# ---- block 1 ----
Block 1, clock network drawn from the DEF:
(2 px per um)
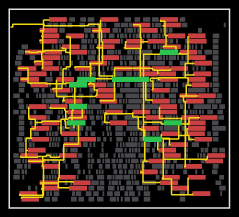

<file path="config.mk">
export PLATFORM = sky130hd
export DESIGN_NAME = mc_regctl_flat
export DESIGN_NICKNAME = d
export VERILOG_FILES = /design/src/rtl/mc_regctl_pkg.sv /design/src/rtl/mc_regctl_if.sv /design/src/rtl/mc_regctl_sync.sv /design/src/rtl/mc_regctl.sv /design/src/flat_wrapper.sv
export SDC_FILE = /design/constraint.sdc
export NUM_CORES = 1
export LEC_CHECK = 0
export ABC_AREA = 1
export CORE_ASPECT_RATIO = 0.9
export CORE_UTILIZATION = 45
export CTS_BUF_LIST = sky130_fd_sc_hd__clkbuf_16
export CTS_CLUSTER_DIAMETER = 100
export CTS_CLUSTER_SIZE = 24
export DETAILED_ROUTE_END_ITERATION = 8
export HOLD_SLACK_MARGIN = 0.15
export PLACE_DENSITY_LB_ADDON = 0.12
export SYNTH_ARGS = -nofsm -noshare
export SYNTH_HDL_FRONTEND = slang
export SYNTH_SLANG_ARGS = --single-unit
</file>
<file path="constraint.sdc">
create_clock -name clock -period 1.6 [get_ports clock]
set_clock_uncertainty 0.2 [all_clocks]
set_input_delay 0.24 -clock clock [delete_from_list [all_inputs] [get_ports clock]]
set_output_delay 0.24 -clock clock [all_outputs]
set_load 0.02 [all_outputs]
</file>
<file path="src/rtl/mc_regctl_pkg.sv">
`default_nettype none
// ============================================================================
// Module      : mc_regctl_pkg
// Description : Shared register map, ID value, FSM encoding and pin indices
//               for the MCU register controller. Optional macro:
//               MC_REGCTL_IRQ_EN.
// Revision    : 1.0 - initial release
// ============================================================================
package mc_regctl_pkg;

   localparam int unsigned C_ADDR_ID       = 32'h00;
   localparam int unsigned C_ADDR_BUF_OE   = 32'h10;
   localparam int unsigned C_ADDR_BUF_OD   = 32'h11;
   localparam int unsigned C_ADDR_BUF_DIR  = 32'h12;
   localparam int unsigned C_ADDR_BUF_DOUT = 32'h13;
   localparam int unsigned C_ADDR_BUF_DIN  = 32'h14;
   localparam int unsigned C_ADDR_IRQ_MASK = 32'h15;
   localparam int unsigned C_ADDR_IRQ_STAT = 32'h16;
   localparam int unsigned C_ADDR_PWM_ON   = 32'h18;
   localparam int unsigned C_ADDR_PWM_OFF  = 32'h19;
   localparam int unsigned C_ADDR_CTRL     = 32'h1A;

   localparam logic [15:0] C_ID_VALUE = 16'hB9A1;

   // Bit order of every buf_* vector: {aux, cs, miso, clock, mosi}
   localparam int C_PIN_MOSI  = 0;
   localparam int C_PIN_CLOCK = 1;
   localparam int C_PIN_MISO  = 2;
   localparam int C_PIN_CS    = 3;
   localparam int C_PIN_AUX   = 4;
   localparam int C_PIN_W     = C_PIN_AUX + 1;

   typedef enum logic [1:0] {
      S_IDLE  = 2'd0,
      S_WRITE = 2'd1,
      S_READ  = 2'd2,
      S_HOLD  = 2'd3
   } state_t;

   function automatic logic [15:0] pin_ext(input logic [C_PIN_W-1:0] v);
      return 16'(v);
   endfunction

endpackage
`default_nettype wire

</file>
<file path="src/rtl/mc_regctl_if.sv">
`default_nettype none
// ============================================================================
// Module      : mc_regctl_if
// Description : Asynchronous MCU parallel bus (active-low strobes) with
//               master/slave views.
// Revision    : 1.0 - initial release
// ============================================================================
interface mc_regctl_if #(
   parameter int MC_DATA_WIDTH = 16,
   parameter int MC_ADD_WIDTH  = 6
);
   logic                     mc_ce;
   logic                     mc_we;
   logic                     mc_oe;
   logic [MC_ADD_WIDTH-1:0]  mc_add;
   logic [MC_DATA_WIDTH-1:0] mc_din;
   logic [MC_DATA_WIDTH-1:0] mc_dout;
   logic                     mc_doe;

   modport master (
      output mc_ce, mc_we, mc_oe, mc_add, mc_din,
      input  mc_dout, mc_doe
   );

   modport slave (
      input  mc_ce, mc_we, mc_oe, mc_add, mc_din,
      output mc_dout, mc_doe
   );
endinterface
`default_nettype wire

</file>
<file path="src/rtl/mc_regctl_sync.sv">
`default_nettype none
// ============================================================================
// Module      : mc_sync
// Description : N-stage flop synchronizer, resets to logic 1 (strobe idle).
// Revision    : 1.0 - initial release
// ============================================================================
module mc_sync #(
   parameter int N = 2
) (
   input  logic clock,
   input  logic reset,
   input  logic i_d,
   output logic o_q
);
   logic [N-1:0] r_ff;

   always_ff @(posedge clock or negedge reset) begin
      if (!reset) begin
         r_ff <= '1;
      end else begin
         r_ff <= {r_ff[N-2:0], i_d};
      end
   end

   assign o_q = r_ff[N-1];
endmodule
`default_nettype wire

</file>
<file path="src/rtl/mc_regctl.sv">
`default_nettype none
// ============================================================================
// Module      : mc_regctl
// Description : MCU-bus register controller for IO buffers and PWM shadows.
//               Optional macro MC_REGCTL_IRQ_EN adds IRQ mask/status.
// Revision    : 1.0 - initial release
// ============================================================================
module mc_regctl
   import mc_regctl_pkg::*;
#(
   parameter int MC_DATA_WIDTH = 16,
   parameter int MC_ADD_WIDTH  = 6,
   parameter int SYNC_STAGES   = 2
) (
   input  logic               clock,
   input  logic               reset,
   mc_regctl_if.slave         bus,
   input  logic               pwm_period_end,
   output logic [15:0]        pwm_on,
   output logic [15:0]        pwm_off,
   output logic [C_PIN_W-1:0] buf_oe,
   output logic [C_PIN_W-1:0] buf_od,
   output logic [C_PIN_W-1:0] buf_dir,
   output logic [C_PIN_W-1:0] buf_dout,
   input  logic [C_PIN_W-1:0] buf_din,
   output logic               irq0_out,
   output logic               irq0_dir
);
   logic                     w_ce_s, w_we_s, w_oe_s;
   logic [MC_ADD_WIDTH-1:0]  w_add;
   logic [MC_DATA_WIDTH-1:0] w_din;
   logic [31:0]              w_add32;
   logic [15:0]              w_din16;
   logic [15:0]              w_rdata;
   logic                     w_wr_en, w_shadow_wr, w_ctrl_go, w_pwm_load;
   state_t                   r_state, w_state_nxt;

   logic [C_PIN_W-1:0] r_buf_oe, r_buf_od, r_buf_dir, r_buf_dout;
   logic [15:0]        r_shadow_on, r_shadow_off, r_pwm_on, r_pwm_off, r_dout;
   logic               r_pending;

   mc_sync #(.N(SYNC_STAGES)) u_sync_ce (.clock(clock), .reset(reset), .i_d(bus.mc_ce), .o_q(w_ce_s));
   mc_sync #(.N(SYNC_STAGES)) u_sync_we (.clock(clock), .reset(reset), .i_d(bus.mc_we), .o_q(w_we_s));
   mc_sync #(.N(SYNC_STAGES)) u_sync_oe (.clock(clock), .reset(reset), .i_d(bus.mc_oe), .o_q(w_oe_s));

   assign w_add   = bus.mc_add;
   assign w_din   = bus.mc_din;
   assign w_add32 = 32'(w_add);
   assign w_din16 = 16'(w_din);

   always_ff @(posedge clock or negedge reset) begin
      if (!reset) begin
         r_state <= S_IDLE;
      end else begin
         r_state <= w_state_nxt;
      end
   end

   // HOLD absorbs the rest of a write strobe so each assertion commits once
   always_comb begin
      w_state_nxt = r_state;
      case (r_state)
         S_IDLE: begin
            if (!w_ce_s && !w_we_s) begin
               w_state_nxt = S_WRITE;
            end else if (!w_ce_s && !w_oe_s) begin
               w_state_nxt = S_READ;
            end
         end
         S_WRITE: w_state_nxt = S_HOLD;
         S_HOLD: begin
            if (w_ce_s || (w_we_s && w_oe_s)) begin
               w_state_nxt = S_IDLE;
            end
         end
         S_READ: begin
            if (w_ce_s || w_oe_s) begin
               w_state_nxt = S_IDLE;
            end
         end
         default: w_state_nxt = S_IDLE;
      endcase
   end

   assign w_wr_en     = (r_state == S_IDLE) && (w_state_nxt == S_WRITE);
   assign w_shadow_wr = w_wr_en && ((w_add32 == C_ADDR_PWM_ON) || (w_add32 == C_ADDR_PWM_OFF));
   assign w_ctrl_go   = w_wr_en && (w_add32 == C_ADDR_CTRL) && w_din16[0];
   assign w_pwm_load  = w_ctrl_go || (pwm_period_end && r_pending);

`ifdef MC_REGCTL_IRQ_EN
   logic [C_PIN_W-1:0] r_irq_mask, r_irq_stat, r_din_prev, w_stat_clr;

   assign w_stat_clr = (w_wr_en && (w_add32 == C_ADDR_IRQ_STAT)) ? w_din16[C_PIN_W-1:0] : '0;

   // A new rising edge wins over a simultaneous write-one-to-clear
   always_ff @(posedge clock or negedge reset) begin
      if (!reset) begin
         r_irq_mask <= '0;
         r_irq_stat <= '0;
         r_din_prev <= '0;
      end else begin
         r_din_prev <= buf_din;
         r_irq_stat <= (r_irq_stat & ~w_stat_clr) | (buf_din & ~r_din_prev & r_irq_mask);
         if (w_wr_en && (w_add32 == C_ADDR_IRQ_MASK)) begin
            r_irq_mask <= w_din16[C_PIN_W-1:0];
         end
      end
   end

   assign irq0_out = |r_irq_stat;
`else
   assign irq0_out = 1'b0;
`endif

   always_comb begin
      w_rdata = '0;
      case (w_add32)
         C_ADDR_ID:       w_rdata = C_ID_VALUE;
         C_ADDR_BUF_OE:   w_rdata = pin_ext(r_buf_oe);
         C_ADDR_BUF_OD:   w_rdata = pin_ext(r_buf_od);
         C_ADDR_BUF_DIR:  w_rdata = pin_ext(r_buf_dir);
         C_ADDR_BUF_DOUT: w_rdata = pin_ext(r_buf_dout);
         C_ADDR_BUF_DIN:  w_rdata = pin_ext(buf_din);
`ifdef MC_REGCTL_IRQ_EN
         C_ADDR_IRQ_MASK: w_rdata = pin_ext(r_irq_mask);
         C_ADDR_IRQ_STAT: w_rdata = pin_ext(r_irq_stat);
`endif
         C_ADDR_PWM_ON:   w_rdata = r_shadow_on;
         C_ADDR_PWM_OFF:  w_rdata = r_shadow_off;
         C_ADDR_CTRL:     w_rdata = {15'b0, r_pending};
         default:         w_rdata = '0;
      endcase
   end

   always_ff @(posedge clock or negedge reset) begin
      if (!reset) begin
         r_buf_oe     <= '0;
         r_buf_od     <= '0;
         r_buf_dir    <= '0;
         r_buf_dout   <= '0;
         r_shadow_on  <= '0;
         r_shadow_off <= '0;
         r_pwm_on     <= '0;
         r_pwm_off    <= '0;
         r_pending    <= 1'b0;
         r_dout       <= '0;
      end else begin
         if (w_wr_en) begin
            case (w_add32)
               C_ADDR_BUF_OE:   r_buf_oe     <= w_din16[C_PIN_W-1:0];
               C_ADDR_BUF_OD:   r_buf_od     <= w_din16[C_PIN_W-1:0];
               C_ADDR_BUF_DIR:  r_buf_dir    <= w_din16[C_PIN_W-1:0];
               C_ADDR_BUF_DOUT: r_buf_dout   <= w_din16[C_PIN_W-1:0];
               C_ADDR_PWM_ON:   r_shadow_on  <= w_din16;
               C_ADDR_PWM_OFF:  r_shadow_off <= w_din16;
               default: ;
            endcase
         end
         // Loads see the pre-write shadows; a coinciding shadow write re-arms pending
         if (w_pwm_load) begin
            r_pwm_on  <= r_shadow_on;
            r_pwm_off <= r_shadow_off;
         end
         if (w_shadow_wr) begin
            r_pending <= 1'b1;
         end else if (w_pwm_load) begin
            r_pending <= 1'b0;
         end
         if (w_state_nxt == S_READ) begin
            r_dout <= w_rdata;
         end
      end
   end

   assign bus.mc_doe  = (r_state == S_READ);
   assign bus.mc_dout = MC_DATA_WIDTH'(r_dout);
   assign pwm_on      = r_pwm_on;
   assign pwm_off     = r_pwm_off;
   assign buf_oe      = r_buf_oe;
   assign buf_od      = r_buf_od;
   assign buf_dir     = r_buf_dir;
   assign buf_dout    = r_buf_dout;
   assign irq0_dir    = 1'b1;
endmodule
`default_nettype wire
</file>
<file path="src/flat_wrapper.sv">
// flat-port wrapper written by rule: the top's interface ports become plain ports
module mc_regctl_flat import mc_regctl_pkg::*;
#(
   parameter int MC_DATA_WIDTH = 16,
   parameter int MC_ADD_WIDTH  = 6,
   parameter int SYNC_STAGES   = 2
)
  (clock, reset, pwm_period_end, pwm_on, pwm_off, buf_oe, buf_od, buf_dir, buf_dout, buf_din, irq0_out, irq0_dir, bus_mc_ce, bus_mc_we, bus_mc_oe, bus_mc_add, bus_mc_din, bus_mc_dout, bus_mc_doe);
  mc_regctl_if #(.MC_DATA_WIDTH(MC_DATA_WIDTH), .MC_ADD_WIDTH(MC_ADD_WIDTH)) bus_i ();
  input  logic clock;
  input  logic reset;
  input  logic pwm_period_end;
  output logic [15:0] pwm_on;
  output logic [15:0] pwm_off;
  output logic [C_PIN_W-1:0] buf_oe;
  output logic [C_PIN_W-1:0] buf_od;
  output logic [C_PIN_W-1:0] buf_dir;
  output logic [C_PIN_W-1:0] buf_dout;
  input  logic [C_PIN_W-1:0] buf_din;
  output logic irq0_out;
  output logic irq0_dir;
  input wire logic [$bits(bus_i.mc_ce)-1:0] bus_mc_ce;
  input wire logic [$bits(bus_i.mc_we)-1:0] bus_mc_we;
  input wire logic [$bits(bus_i.mc_oe)-1:0] bus_mc_oe;
  input wire logic [$bits(bus_i.mc_add)-1:0] bus_mc_add;
  input wire logic [$bits(bus_i.mc_din)-1:0] bus_mc_din;
  output wire logic [$bits(bus_i.mc_dout)-1:0] bus_mc_dout;
  output wire logic [$bits(bus_i.mc_doe)-1:0] bus_mc_doe;
  assign bus_i.mc_ce = bus_mc_ce;
  assign bus_i.mc_we = bus_mc_we;
  assign bus_i.mc_oe = bus_mc_oe;
  assign bus_i.mc_add = bus_mc_add;
  assign bus_i.mc_din = bus_mc_din;
  assign bus_mc_dout = bus_i.mc_dout;
  assign bus_mc_doe = bus_i.mc_doe;
  mc_regctl #(.MC_DATA_WIDTH(MC_DATA_WIDTH), .MC_ADD_WIDTH(MC_ADD_WIDTH), .SYNC_STAGES(SYNC_STAGES)) u_core (.clock(clock), .reset(reset), .bus(bus_i), .pwm_period_end(pwm_period_end), .pwm_on(pwm_on), .pwm_off(pwm_off), .buf_oe(buf_oe), .buf_od(buf_od), .buf_dir(buf_dir), .buf_dout(buf_dout), .buf_din(buf_din), .irq0_out(irq0_out), .irq0_dir(irq0_dir));
endmodule
</file>
# ---- block 2 ----
[src/rtl/flash_read_sequencer_if.sv]
// Bus bundle for the flash read sequencer: CPU register window, spicore byte port
// and destination memory write port.
interface flash_read_sequencer_if #(
   parameter int MEM_AW = 15
);
   logic              select;
   logic [1:0]        addr;
   logic [3:0]        wr;
   logic [31:0]       data_in;
   logic [31:0]       data_out;
   logic              spi_we;
   logic [7:0]        spi_di;
   logic [7:0]        spi_do;
   logic              spi_ready;
   logic              spi_ss_reset;
   logic [3:0]        mem_we;
   logic [MEM_AW-1:0] mem_addr;
   logic [31:0]       mem_wdata;

   modport master (
      output select, addr, wr, data_in, spi_do, spi_ready,
      input  data_out, spi_we, spi_di, spi_ss_reset, mem_we, mem_addr, mem_wdata
   );

   modport slave (
      input  select, addr, wr, data_in, spi_do, spi_ready,
      output data_out, spi_we, spi_di, spi_ss_reset, mem_we, mem_addr, mem_wdata
   );
endinterface

[src/rtl/flash_read_sequencer.sv]
// Autonomous SPI flash READ (0x03) engine: drives spicore byte by byte and
// streams received bytes into a byte-lane memory write port.
module flash_read_sequencer #(
   parameter int LEN_WIDTH = 16,
   parameter int MEM_AW    = 15
) (
   input  logic                  clk,
   input  logic                  reset,
   flash_read_sequencer_if.slave bus,
   output logic                  interrupt,
   output logic                  busy
);
   localparam int DW = MEM_AW + 2;

   typedef enum logic [2:0] {S_IDLE, S_CSRST, S_CMD, S_A2, S_A1, S_A0, S_DATA, S_FIN} state_t;
   typedef enum logic [1:0] {P_ISSUE, P_WAIT_LOW, P_WAIT_HIGH} phase_t;

   state_t               state_q, state_d;
   phase_t               phase_q, phase_d;
   logic [23:0]          flash_addr_q, flash_addr_d;
   logic [DW-1:0]        dest_addr_q, dest_addr_d;
   logic [LEN_WIDTH-1:0] length_q, length_d;
   logic [DW-1:0]        dest_cnt_q, dest_cnt_d;
   logic [LEN_WIDTH-1:0] rem_q, rem_d;
   logic                 int_en_q, int_en_d;
   logic                 done_q, done_d;
   logic                 busy_q, busy_d;
   logic                 spi_we_q, spi_we_d;
   logic [7:0]           spi_di_q, spi_di_d;
   logic                 spi_ss_reset_q, spi_ss_reset_d;
   logic [3:0]           mem_we_q, mem_we_d;
   logic [MEM_AW-1:0]    mem_addr_q, mem_addr_d;
   logic [31:0]          mem_wdata_q, mem_wdata_d;

   logic                 cpu_wr, ctrl_wr, start, abort, set_done;
   logic [7:0]           tx_byte;
   logic [31:0]          rd_data;

   assign cpu_wr  = bus.select && (bus.wr != 4'b0000);
   assign ctrl_wr = cpu_wr && (bus.addr == 2'd3);
   assign start   = ctrl_wr && bus.data_in[0] && !busy_q;
   // FIN is already on its way out, so an abort there has nothing left to cut short
   assign abort   = ctrl_wr && bus.data_in[3] && (state_q != S_IDLE) && (state_q != S_FIN);

   always_comb begin
      case (state_q)
         S_CMD:   tx_byte = 8'h03;
         S_A2:    tx_byte = flash_addr_q[23:16];
         S_A1:    tx_byte = flash_addr_q[15:8];
         S_A0:    tx_byte = flash_addr_q[7:0];
         default: tx_byte = 8'h00;
      endcase
   end

   always_comb begin
      case (bus.addr)
         2'd0:    rd_data = {8'h00, flash_addr_q};
         2'd1:    rd_data = 32'(dest_addr_q);
         2'd2:    rd_data = 32'(length_q);
         default: rd_data = {29'b0, int_en_q, done_q, busy_q};
      endcase
   end

   always_comb begin
      state_d        = state_q;
      phase_d        = phase_q;
      flash_addr_d   = flash_addr_q;
      dest_addr_d    = dest_addr_q;
      length_d       = length_q;
      dest_cnt_d     = dest_cnt_q;
      rem_d          = rem_q;
      int_en_d       = int_en_q;
      done_d         = done_q;
      spi_we_d       = 1'b0;
      spi_di_d       = spi_di_q;
      spi_ss_reset_d = 1'b0;
      mem_we_d       = 4'b0000;
      mem_addr_d     = mem_addr_q;
      mem_wdata_d    = mem_wdata_q;
      set_done       = 1'b0;

      if (cpu_wr && !busy_q) begin
         case (bus.addr)
            2'd0:    flash_addr_d = bus.data_in[23:0];
            2'd1:    dest_addr_d  = bus.data_in[DW-1:0];
            2'd2:    length_d     = bus.data_in[LEN_WIDTH-1:0];
            default: ;
         endcase
      end
      if (ctrl_wr) begin
         int_en_d = bus.data_in[2];
         if (bus.data_in[1]) done_d = 1'b0;
      end

      case (state_q)
         S_IDLE: begin
            if (start) begin
               if (length_q == '0) begin
                  set_done = 1'b1;
               end else begin
                  state_d        = S_CSRST;
                  spi_ss_reset_d = 1'b1;
                  dest_cnt_d     = dest_addr_q;
                  rem_d          = length_q;
               end
            end
         end
         S_CSRST: begin
            state_d = S_CMD;
            phase_d = P_ISSUE;
         end
         S_FIN: state_d = S_IDLE;
         default: begin
            // every byte: issue when spicore is idle, see it go busy, then wait for completion
            case (phase_q)
               P_ISSUE: begin
                  if (bus.spi_ready) begin
                     spi_we_d = 1'b1;
                     spi_di_d = tx_byte;
                     phase_d  = P_WAIT_LOW;
                  end
               end
               P_WAIT_LOW: begin
                  if (!bus.spi_ready) phase_d = P_WAIT_HIGH;
               end
               default: begin
                  if (bus.spi_ready) begin
                     phase_d = P_ISSUE;
                     case (state_q)
                        S_CMD:   state_d = S_A2;
                        S_A2:    state_d = S_A1;
                        S_A1:    state_d = S_A0;
                        S_A0:    state_d = S_DATA;
                        default: begin
                           mem_we_d    = 4'b0001 << dest_cnt_q[1:0];
                           mem_addr_d  = dest_cnt_q[DW-1:2];
                           mem_wdata_d = {4{bus.spi_do}};
                           dest_cnt_d  = dest_cnt_q + DW'(1);
                           if (rem_q != '0) rem_d = rem_q - LEN_WIDTH'(1);
                           if (rem_q <= LEN_WIDTH'(1)) begin
                              state_d        = S_FIN;
                              spi_ss_reset_d = 1'b1;
                              set_done       = 1'b1;
                           end
                        end
                     endcase
                  end
               end
            endcase
         end
      endcase

      if (abort) begin
         state_d        = S_FIN;
         spi_ss_reset_d = 1'b1;
         spi_we_d       = 1'b0;
         mem_we_d       = 4'b0000;
         set_done       = 1'b0;
      end
      // completion beats a same-cycle clear-done write
      if (set_done) done_d = 1'b1;
      busy_d = (state_d != S_IDLE);
   end

   always_ff @(posedge clk or posedge reset) begin
      if (reset) begin
         state_q        <= S_IDLE;
         phase_q        <= P_ISSUE;
         flash_addr_q   <= '0;
         dest_addr_q    <= '0;
         length_q       <= '0;
         dest_cnt_q     <= '0;
         rem_q          <= '0;
         int_en_q       <= 1'b0;
         done_q         <= 1'b0;
         busy_q         <= 1'b0;
         spi_we_q       <= 1'b0;
         spi_di_q       <= 8'h00;
         spi_ss_reset_q <= 1'b0;
         mem_we_q       <= 4'b0000;
         mem_addr_q     <= '0;
         mem_wdata_q    <= '0;
      end else begin
         state_q        <= state_d;
         phase_q        <= phase_d;
         flash_addr_q   <= flash_addr_d;
         dest_addr_q    <= dest_addr_d;
         length_q       <= length_d;
         dest_cnt_q     <= dest_cnt_d;
         rem_q          <= rem_d;
         int_en_q       <= int_en_d;
         done_q         <= done_d;
         busy_q         <= busy_d;
         spi_we_q       <= spi_we_d;
         spi_di_q       <= spi_di_d;
         spi_ss_reset_q <= spi_ss_reset_d;
         mem_we_q       <= mem_we_d;
         mem_addr_q     <= mem_addr_d;
         mem_wdata_q    <= mem_wdata_d;
      end
   end

   assign bus.data_out     = rd_data;
   assign bus.spi_we       = spi_we_q;
   assign bus.spi_di       = spi_di_q;
   assign bus.spi_ss_reset = spi_ss_reset_q;
   assign bus.mem_we       = mem_we_q;
   assign bus.mem_addr     = mem_addr_q;
   assign bus.mem_wdata    = mem_wdata_q;
   assign interrupt        = done_q & int_en_q;
   assign busy             = busy_q;
endmodule

[src/flat_wrapper.sv]
// flat-port wrapper written by rule: the top's interface ports become plain ports
module flash_read_sequencer_flat 
#(
   parameter int LEN_WIDTH = 16,
   parameter int MEM_AW    = 15
)
  (clk, reset, interrupt, busy, bus_select, bus_addr, bus_wr, bus_data_in, bus_spi_do, bus_spi_ready, bus_data_out, bus_spi_we, bus_spi_di, bus_spi_ss_reset, bus_mem_we, bus_mem_addr, bus_mem_wdata);
  flash_read_sequencer_if #(.MEM_AW(MEM_AW)) bus_i ();
  input  logic clk;
  input  logic reset;
  output logic interrupt;
  output logic busy;
  input wire logic [$bits(bus_i.select)-1:0] bus_select;
  input wire logic [$bits(bus_i.addr)-1:0] bus_addr;
  input wire logic [$bits(bus_i.wr)-1:0] bus_wr;
  input wire logic [$bits(bus_i.data_in)-1:0] bus_data_in;
  input wire logic [$bits(bus_i.spi_do)-1:0] bus_spi_do;
  input wire logic [$bits(bus_i.spi_ready)-1:0] bus_spi_ready;
  output wire logic [$bits(bus_i.data_out)-1:0] bus_data_out;
  output wire logic [$bits(bus_i.spi_we)-1:0] bus_spi_we;
  output wire logic [$bits(bus_i.spi_di)-1:0] bus_spi_di;
  output wire logic [$bits(bus_i.spi_ss_reset)-1:0] bus_spi_ss_reset;
  output wire logic [$bits(bus_i.mem_we)-1:0] bus_mem_we;
  output wire logic [$bits(bus_i.mem_addr)-1:0] bus_mem_addr;
  output wire logic [$bits(bus_i.mem_wdata)-1:0] bus_mem_wdata;
  assign bus_i.select = bus_select;
  assign bus_i.addr = bus_addr;
  assign bus_i.wr = bus_wr;
  assign bus_i.data_in = bus_data_in;
  assign bus_i.spi_do = bus_spi_do;
  assign bus_i.spi_ready = bus_spi_ready;
  assign bus_data_out = bus_i.data_out;
  assign bus_spi_we = bus_i.spi_we;
  assign bus_spi_di = bus_i.spi_di;
  assign bus_spi_ss_reset = bus_i.spi_ss_reset;
  assign bus_mem_we = bus_i.mem_we;
  assign bus_mem_addr = bus_i.mem_addr;
  assign bus_mem_wdata = bus_i.mem_wdata;
  flash_read_sequencer #(.LEN_WIDTH(LEN_WIDTH), .MEM_AW(MEM_AW)) u_core (.clk(clk), .reset(reset), .bus(bus_i), .interrupt(interrupt), .busy(busy));
endmodule
[config.mk]
export PLATFORM = sky130hd
export DESIGN_NAME = flash_read_sequencer_flat
export DESIGN_NICKNAME = d
export VERILOG_FILES = /design/src/rtl/flash_read_sequencer_if.sv /design/src/rtl/flash_read_sequencer.sv /design/src/flat_wrapper.sv
export SDC_FILE = /design/constraint.sdc
export NUM_CORES = 1
export LEC_CHECK = 0
export CAP_MARGIN = 25
export CORE_UTILIZATION = 56
export DETAILED_ROUTE_END_ITERATION = 12
export PLACE_DENSITY = 0.95
export REMOVE_ABC_BUFFERS = 1
export SETUP_SLACK_MARGIN = 0.4
export SLEW_MARGIN = 10
export SYNTH_ARGS = -nofsm -noshare
export SYNTH_HDL_FRONTEND = slang
export SYNTH_SLANG_ARGS = --single-unit
[constraint.sdc]
create_clock -name clk -period 13.25 [get_ports clk]
set_clock_uncertainty 0.2 [all_clocks]
set_input_delay 2.65 -clock clk [delete_from_list [all_inputs] [get_ports clk]]
set_output_delay 2.65 -clock clk [all_outputs]
set_load 0.01 [all_outputs]
# ---- block 3 ----
==> config.mk <==
export PLATFORM = sky130hd
export DESIGN_NAME = ghidich_8led_flat
export DESIGN_NICKNAME = d
export VERILOG_FILES = /design/src/rtl/ghidich_8led_if.sv /design/src/rtl/ghidich_8led.sv /design/src/flat_wrapper.sv
export SDC_FILE = /design/constraint.sdc
export NUM_CORES = 1
export LEC_CHECK = 0
export ABC_AREA = 1
export CAP_MARGIN = 20
export CORE_ASPECT_RATIO = 0.75
export CORE_MARGIN = 4
export CORE_UTILIZATION = 45
export DETAILED_ROUTE_END_ITERATION = 8
export HOLD_SLACK_MARGIN = 0.15
export PLACE_DENSITY_LB_ADDON = 0.1
export SETUP_SLACK_MARGIN = 0.5
export SYNTH_ARGS = -nofsm -noshare
export SYNTH_HDL_FRONTEND = slang
export SYNTH_SLANG_ARGS = --single-unit
==> constraint.sdc <==
create_clock -name CLK -period 2.9 [get_ports CLK]
set_clock_uncertainty 0.1 [all_clocks]
set_input_delay 0.435 -clock CLK [delete_from_list [all_inputs] [get_ports CLK]]
set_output_delay 0.435 -clock CLK [all_outputs]
set_load 0.01 [all_outputs]
==> src/rtl/ghidich_8led_if.sv <==
// LED pattern engine bus: mode select in, LED drive and step pulse out.
// PAUSE exists only when GHIDICH_PAUSE_EN is defined.
interface ghidich_8led_if;
  logic [1:0] MODE;
`ifdef GHIDICH_PAUSE_EN
  logic       PAUSE;
`endif
  logic [7:0] LED;
  logic       STEP;

`ifdef GHIDICH_PAUSE_EN
  modport master (
    output MODE,
    output PAUSE,
    input  LED,
    input  STEP
  );

  modport slave (
    input  MODE,
    input  PAUSE,
    output LED,
    output STEP
  );
`else
  modport master (
    output MODE,
    input  LED,
    input  STEP
  );

  modport slave (
    input  MODE,
    output LED,
    output STEP
  );
`endif
endinterface

==> src/rtl/ghidich_8led.sv <==
// 8-LED pattern engine: rotate L/R, ping-pong, fill/clear with prescaler.
// Optional step freeze input enabled by macro GHIDICH_PAUSE_EN.
module ghidich_8led #(
  parameter int DIV = 25_000_000
) (
  input  logic           CLK,
  input  logic           RST,
  ghidich_8led_if.slave  bus
);

  localparam int CW = $clog2(DIV) + 1;
  localparam logic [CW-1:0] LAST = CW'(DIV - 1);
  localparam logic [CW-1:0] ONE  = CW'(1);

  localparam logic [1:0] M_ROL  = 2'd0;
  localparam logic [1:0] M_ROR  = 2'd1;
  localparam logic [1:0] M_PING = 2'd2;
  localparam logic [1:0] M_FILL = 2'd3;

  // dir = 0 means left (ping-pong) or fill (fill/clear)
  logic [7:0]    led_q, led_d;
  logic [1:0]    mode_q, mode_d;
  logic          dir_q, dir_d;
  logic [CW-1:0] cnt_q, cnt_d;
  logic          step_q, step_d;

  logic [7:0]    seed;
  logic [7:0]    nxt_led;
  logic          nxt_dir;
  logic          chg;
  logic          pause;

`ifdef GHIDICH_PAUSE_EN
  assign pause = bus.PAUSE;
`else
  assign pause = 1'b0;
`endif

  // Seed pattern of the mode being requested
  always_comb begin
    seed = 8'h01;
    unique case (bus.MODE)
      M_ROL:  seed = 8'h01;
      M_ROR:  seed = 8'h80;
      M_PING: seed = 8'h01;
      M_FILL: seed = 8'h00;
    endcase
  end

  // Next LED value and direction for one step of the active mode
  always_comb begin
    nxt_led = led_q;
    nxt_dir = dir_q;
    unique case (mode_q)
      M_ROL: nxt_led = {led_q[6:0], led_q[7]};
      M_ROR: nxt_led = {led_q[0], led_q[7:1]};
      M_PING: begin
        if (!dir_q) begin
          if (led_q == 8'h80) begin
            nxt_led = 8'h40;
            nxt_dir = 1'b1;
          end else begin
            nxt_led = {led_q[6:0], 1'b0};
          end
        end else begin
          if (led_q == 8'h01) begin
            nxt_led = 8'h02;
            nxt_dir = 1'b0;
          end else begin
            nxt_led = {1'b0, led_q[7:1]};
          end
        end
      end
      M_FILL: begin
        if (!dir_q) begin
          if (led_q == 8'hFF) begin
            nxt_led = 8'hFE;
            nxt_dir = 1'b1;
          end else begin
            nxt_led = {led_q[6:0], 1'b1};
          end
        end else begin
          if (led_q == 8'h00) begin
            nxt_led = 8'h01;
            nxt_dir = 1'b0;
          end else begin
            nxt_led = {led_q[6:0], 1'b0};
          end
        end
      end
    endcase
  end

  assign chg = (bus.MODE != mode_q);

  // Next state: mode reload beats pause, pause beats prescaler tick
  always_comb begin
    led_d  = led_q;
    mode_d = mode_q;
    dir_d  = dir_q;
    cnt_d  = cnt_q;
    step_d = 1'b0;
    if (chg) begin
      mode_d = bus.MODE;
      led_d  = seed;
      dir_d  = 1'b0;
      cnt_d  = '0;
    end else if (pause) begin
      cnt_d  = cnt_q;
    end else if (cnt_q == LAST) begin
      cnt_d  = '0;
      led_d  = nxt_led;
      dir_d  = nxt_dir;
      step_d = 1'b1;
    end else begin
      cnt_d  = cnt_q + ONE;
    end
  end

  // State register, async reset to the mode 0 seed
  always_ff @(posedge CLK or posedge RST) begin
    if (RST) begin
      led_q  <= 8'h01;
      mode_q <= M_ROL;
      dir_q  <= 1'b0;
      cnt_q  <= '0;
      step_q <= 1'b0;
    end else begin
      led_q  <= led_d;
      mode_q <= mode_d;
      dir_q  <= dir_d;
      cnt_q  <= cnt_d;
      step_q <= step_d;
    end
  end

  // Outputs come straight from registers
  always_comb begin
    bus.LED  = led_q;
    bus.STEP = step_q;
  end

endmodule

==> src/flat_wrapper.sv <==
// flat-port wrapper written by rule: the top's interface ports become plain ports
module ghidich_8led_flat 
#(
  parameter int DIV = 25_000_000
)
  (CLK, RST, bus_MODE, bus_LED, bus_STEP);
  ghidich_8led_if bus_i ();
  input  logic CLK;
  input  logic RST;
  input wire logic [$bits(bus_i.MODE)-1:0] bus_MODE;
  output wire logic [$bits(bus_i.LED)-1:0] bus_LED;
  output wire logic [$bits(bus_i.STEP)-1:0] bus_STEP;
  assign bus_i.MODE = bus_MODE;
  assign bus_LED = bus_i.LED;
  assign bus_STEP = bus_i.STEP;
  ghidich_8led #(.DIV(DIV)) u_core (.CLK(CLK), .RST(RST), .bus(bus_i));
endmodule

==> gallery <==
Routing congestion.
(a)
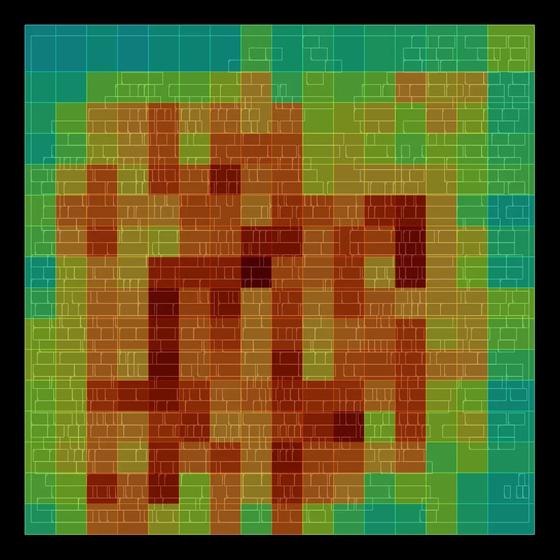
(b)
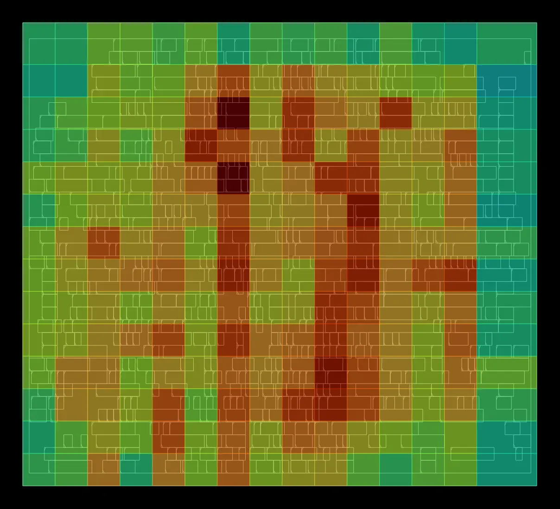
(c)
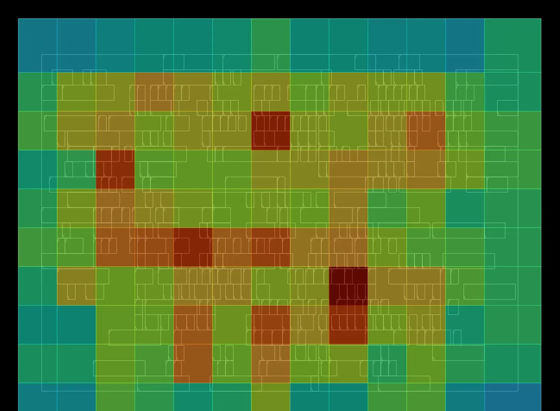
| picture | from |
|---|---|
| (a) | block 2 |
| (b) | block 1 |
| (c) | block 3 |

Block 3, zoomed window:
Region (60, 8) to (80, 28) um. Cells in gray, sequential cells in the stronger gray; small squares are vias.
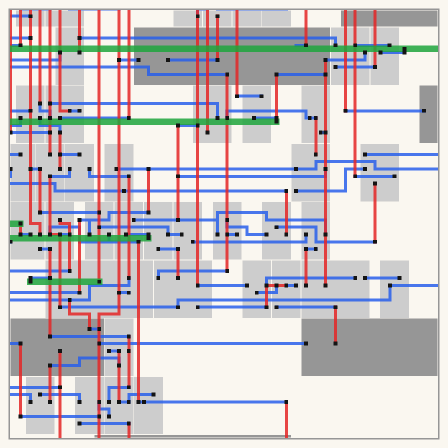
layer	color
metal 3	green
metal 2	red
metal 1	blue
cells with their middle in the window	36
netlist names of flops here include	`u_core.cnt_q` (2)
sequential cells in the window	2
most frequent	nand2_1 (9), nor2_1 (8), inv_1 (8)

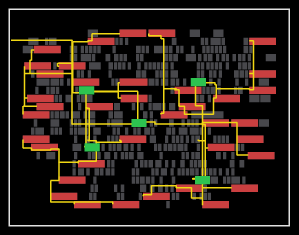
Block 3: clock network drawn from the DEF
(3 px per um)
[clock drivers] green | count: 5
[clock wires] yellow | length: 598 um
[flip-flops] red | count: 38
routed clock nets	6
clk ins delay skew pair: 300 ps
Clk pwr share: 40.7%
Clock net power: 455 uW

==> results.cfg, block 3 <==
; yosys + openroad results
[logic_synthesis]
top_cell_area_share_pct = 38.1
yosys.area_share.adder_pct = 0.515
aoi_share_pct = 5.71

[final_timing]
timing.hold.ws_ps = 418

[pwr]
p_sw_uw = 290

[global_route]
largest_net_degree_at_the_start_of_global_routing = 39
grt.met3_usage_pct = 3.15
grt_first_pass_wirelength_um = 9720

[cells_and_area]
sh_seq_area_pct = 35.0
n_sequential_cell = 38

[setup_path]
critical_path.n_buffers_inverters = 2
cp.depth = 8
timing.critical_path.to_type = flip-flop

[run_status]
run_status = completed

[routing]
detailroute.via_count = 2286

[die]
rows = 22
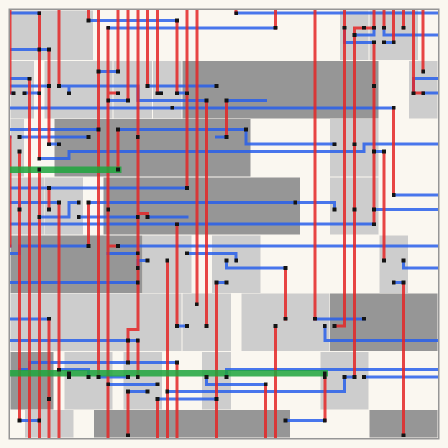
Block 1: zoomed window
Region (72, 15) to (92, 35) um. Cells in gray, sequential cells in the stronger gray; small squares are vias.
layer	color
metal 2	red
metal 1	blue
metal 3	green
most frequent	nand2_2 (9), dfrtp_1 (5), nand2_1 (3)
sequential cells in the window	5
netlist names of flops here include	`u_core.r_shadow_on` (3)
cells with their middle in the window	25

About 'clock network drawn from the DEF' of block 1:
[clock wires] yellow | length: 1230 um
[flip-flops] red | count: 109
[clock drivers] green | count: 9
routed clock nets	10
flops lie	all over the die
Clk pwr share: 31.4%
clk ins delay skew pair: 340 ps
Clock net power: 2.10 mW

==> results.cfg, block 1 <==
; yosys + openroad results
[run_status]
run_status = finished with violations
failed_checks = setup timing

[final_timing]
final_worst_slack_ps = -79.5
setup-violations-final = 32
max_freq_mhz = 595

[pwr]
p_sw_mw = 2.07
power.density_nw_per_um2 = 960
sw_frac_of_total_pct = 30.9

[place]
placed_cells_incl_taps = 788
finalWeightedCongestion = 0.899
port-buffer-count = 101

[cells_and_area]
fillerInstances = 753
final_non_filler_cells = 823
bufAreaShareNonClock_pct = 23.3
layout-area-overhead-vs-synth_pct = 49.7

[routing]
wl_per_cell_um = 16.6
drt-vias-per-instance = 5.18
route.antenna.remaining_nets = 0

[logic_synthesis]
synth.area.top_cells = dfrtp_1, nand2_1, o21ai_0

[global_route]
groute.usage.overall_pct = 23.9

[die]
initCoreUtil_pct = 47.3

[setup_path]
top_delay_family_on_crit_path = simple AND/OR/NAND/NOR gates
worst_r2r_path_depth = 9

[run]
tool_warnings = 29

[worst_hold_path]
hold_path.class = in -> async
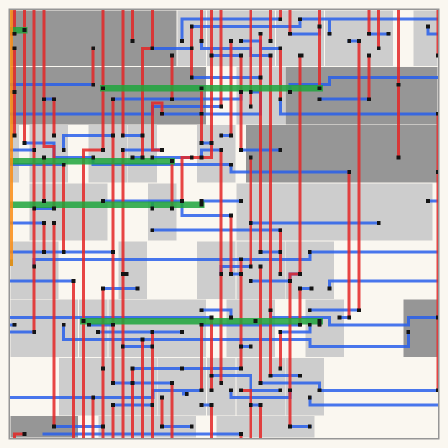
Block 2: zoomed window
Region (75, 18) to (95, 38) um. Cells in gray, sequential cells in the stronger gray; small squares are vias.
layer	color
metal 2	red
metal 1	blue
metal 4	orange
metal 3	green
cells with their middle in the window	31
netlist names of flops here include	`u_core.dest_cnt_q` (4)
most frequent	and3_1 (4), dfrtp_1 (4), nor2_1 (3)
sequential cells in the window	4

==> results.cfg, block 2 <==
; yosys + openroad results
[final_timing]
max_freq_mhz = 120

[routing]
routedLengthMet1_um = 7440
post-route-drc-count = 0

[global_route]
globalRouteMet2Util_pct = 49.3
grt.met3_usage_pct = 6.38
grt_overflow = 0
largest_net_degree_at_the_start_of_global_routing = 56

[logic_synthesis]
topCombFamilyByArea = multiplexers
simple_gate_share_pct = 13.2
seq_area_frac_synth_pct = 48.1

[clock_network]
max-clock-path-buffers = 2

[cells_and_area]
layout.core_utilization_pct = 73.1
number_of_flip_flops_under_the_largest_register_name = 24
top_area_cell_class = flip-flops and latches
fillerInstances = 818
number_of_multi_input_logic_gates = 448
bufAreaShareNonClock_pct = 15.6
largestRegisters = u_core.flash_addr_q x24, u_core.dest_addr_q x17, u_core.dest_cnt_q x17

[die]
fp.dieArea_um2 = 13000

[setup_path]
regToRegEndpoint = u_core.rem_q[2]$_DFFE_PP0P_
worst_path_largest_cell_delay_ps = 1130

[run]
drv_cap = 0

[pwr]
total_power_mw = 2.09
power.clock.fraction_pct = 22.3
share_comb_of_total_power_pct = 38.5

[run_status]
run_status = completed

[worst_hold_path]
hold_depth = 1


## Gallery

Routed metal, one color a layer.
panel A
(3 px per um)
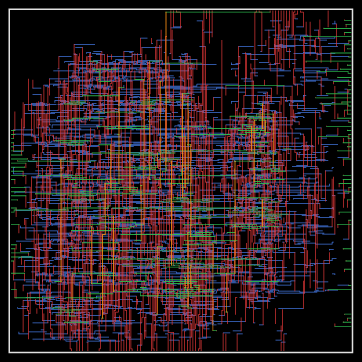
panel B
(3 px per um)
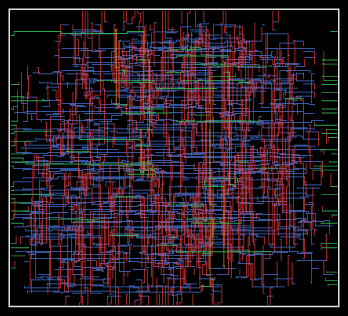
panel C
(4 px per um)
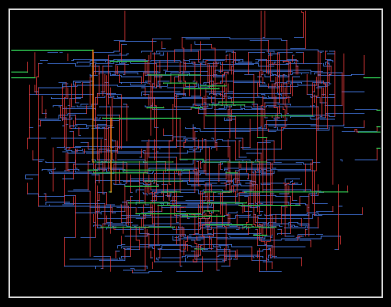
- panel C = block 3
- panel A = block 2
- panel B = block 1
The one with the smallest die is panel C.
The one with the largest die is panel A.

Key to panel C:
layer	color	wire length
metal 1	blue	3050 um
metal 4	orange	46.2 um
metal 2	red	2260 um
metal 3	green	407 um

Power figures rest on the tool's default switching activity, not on a simulated workload.
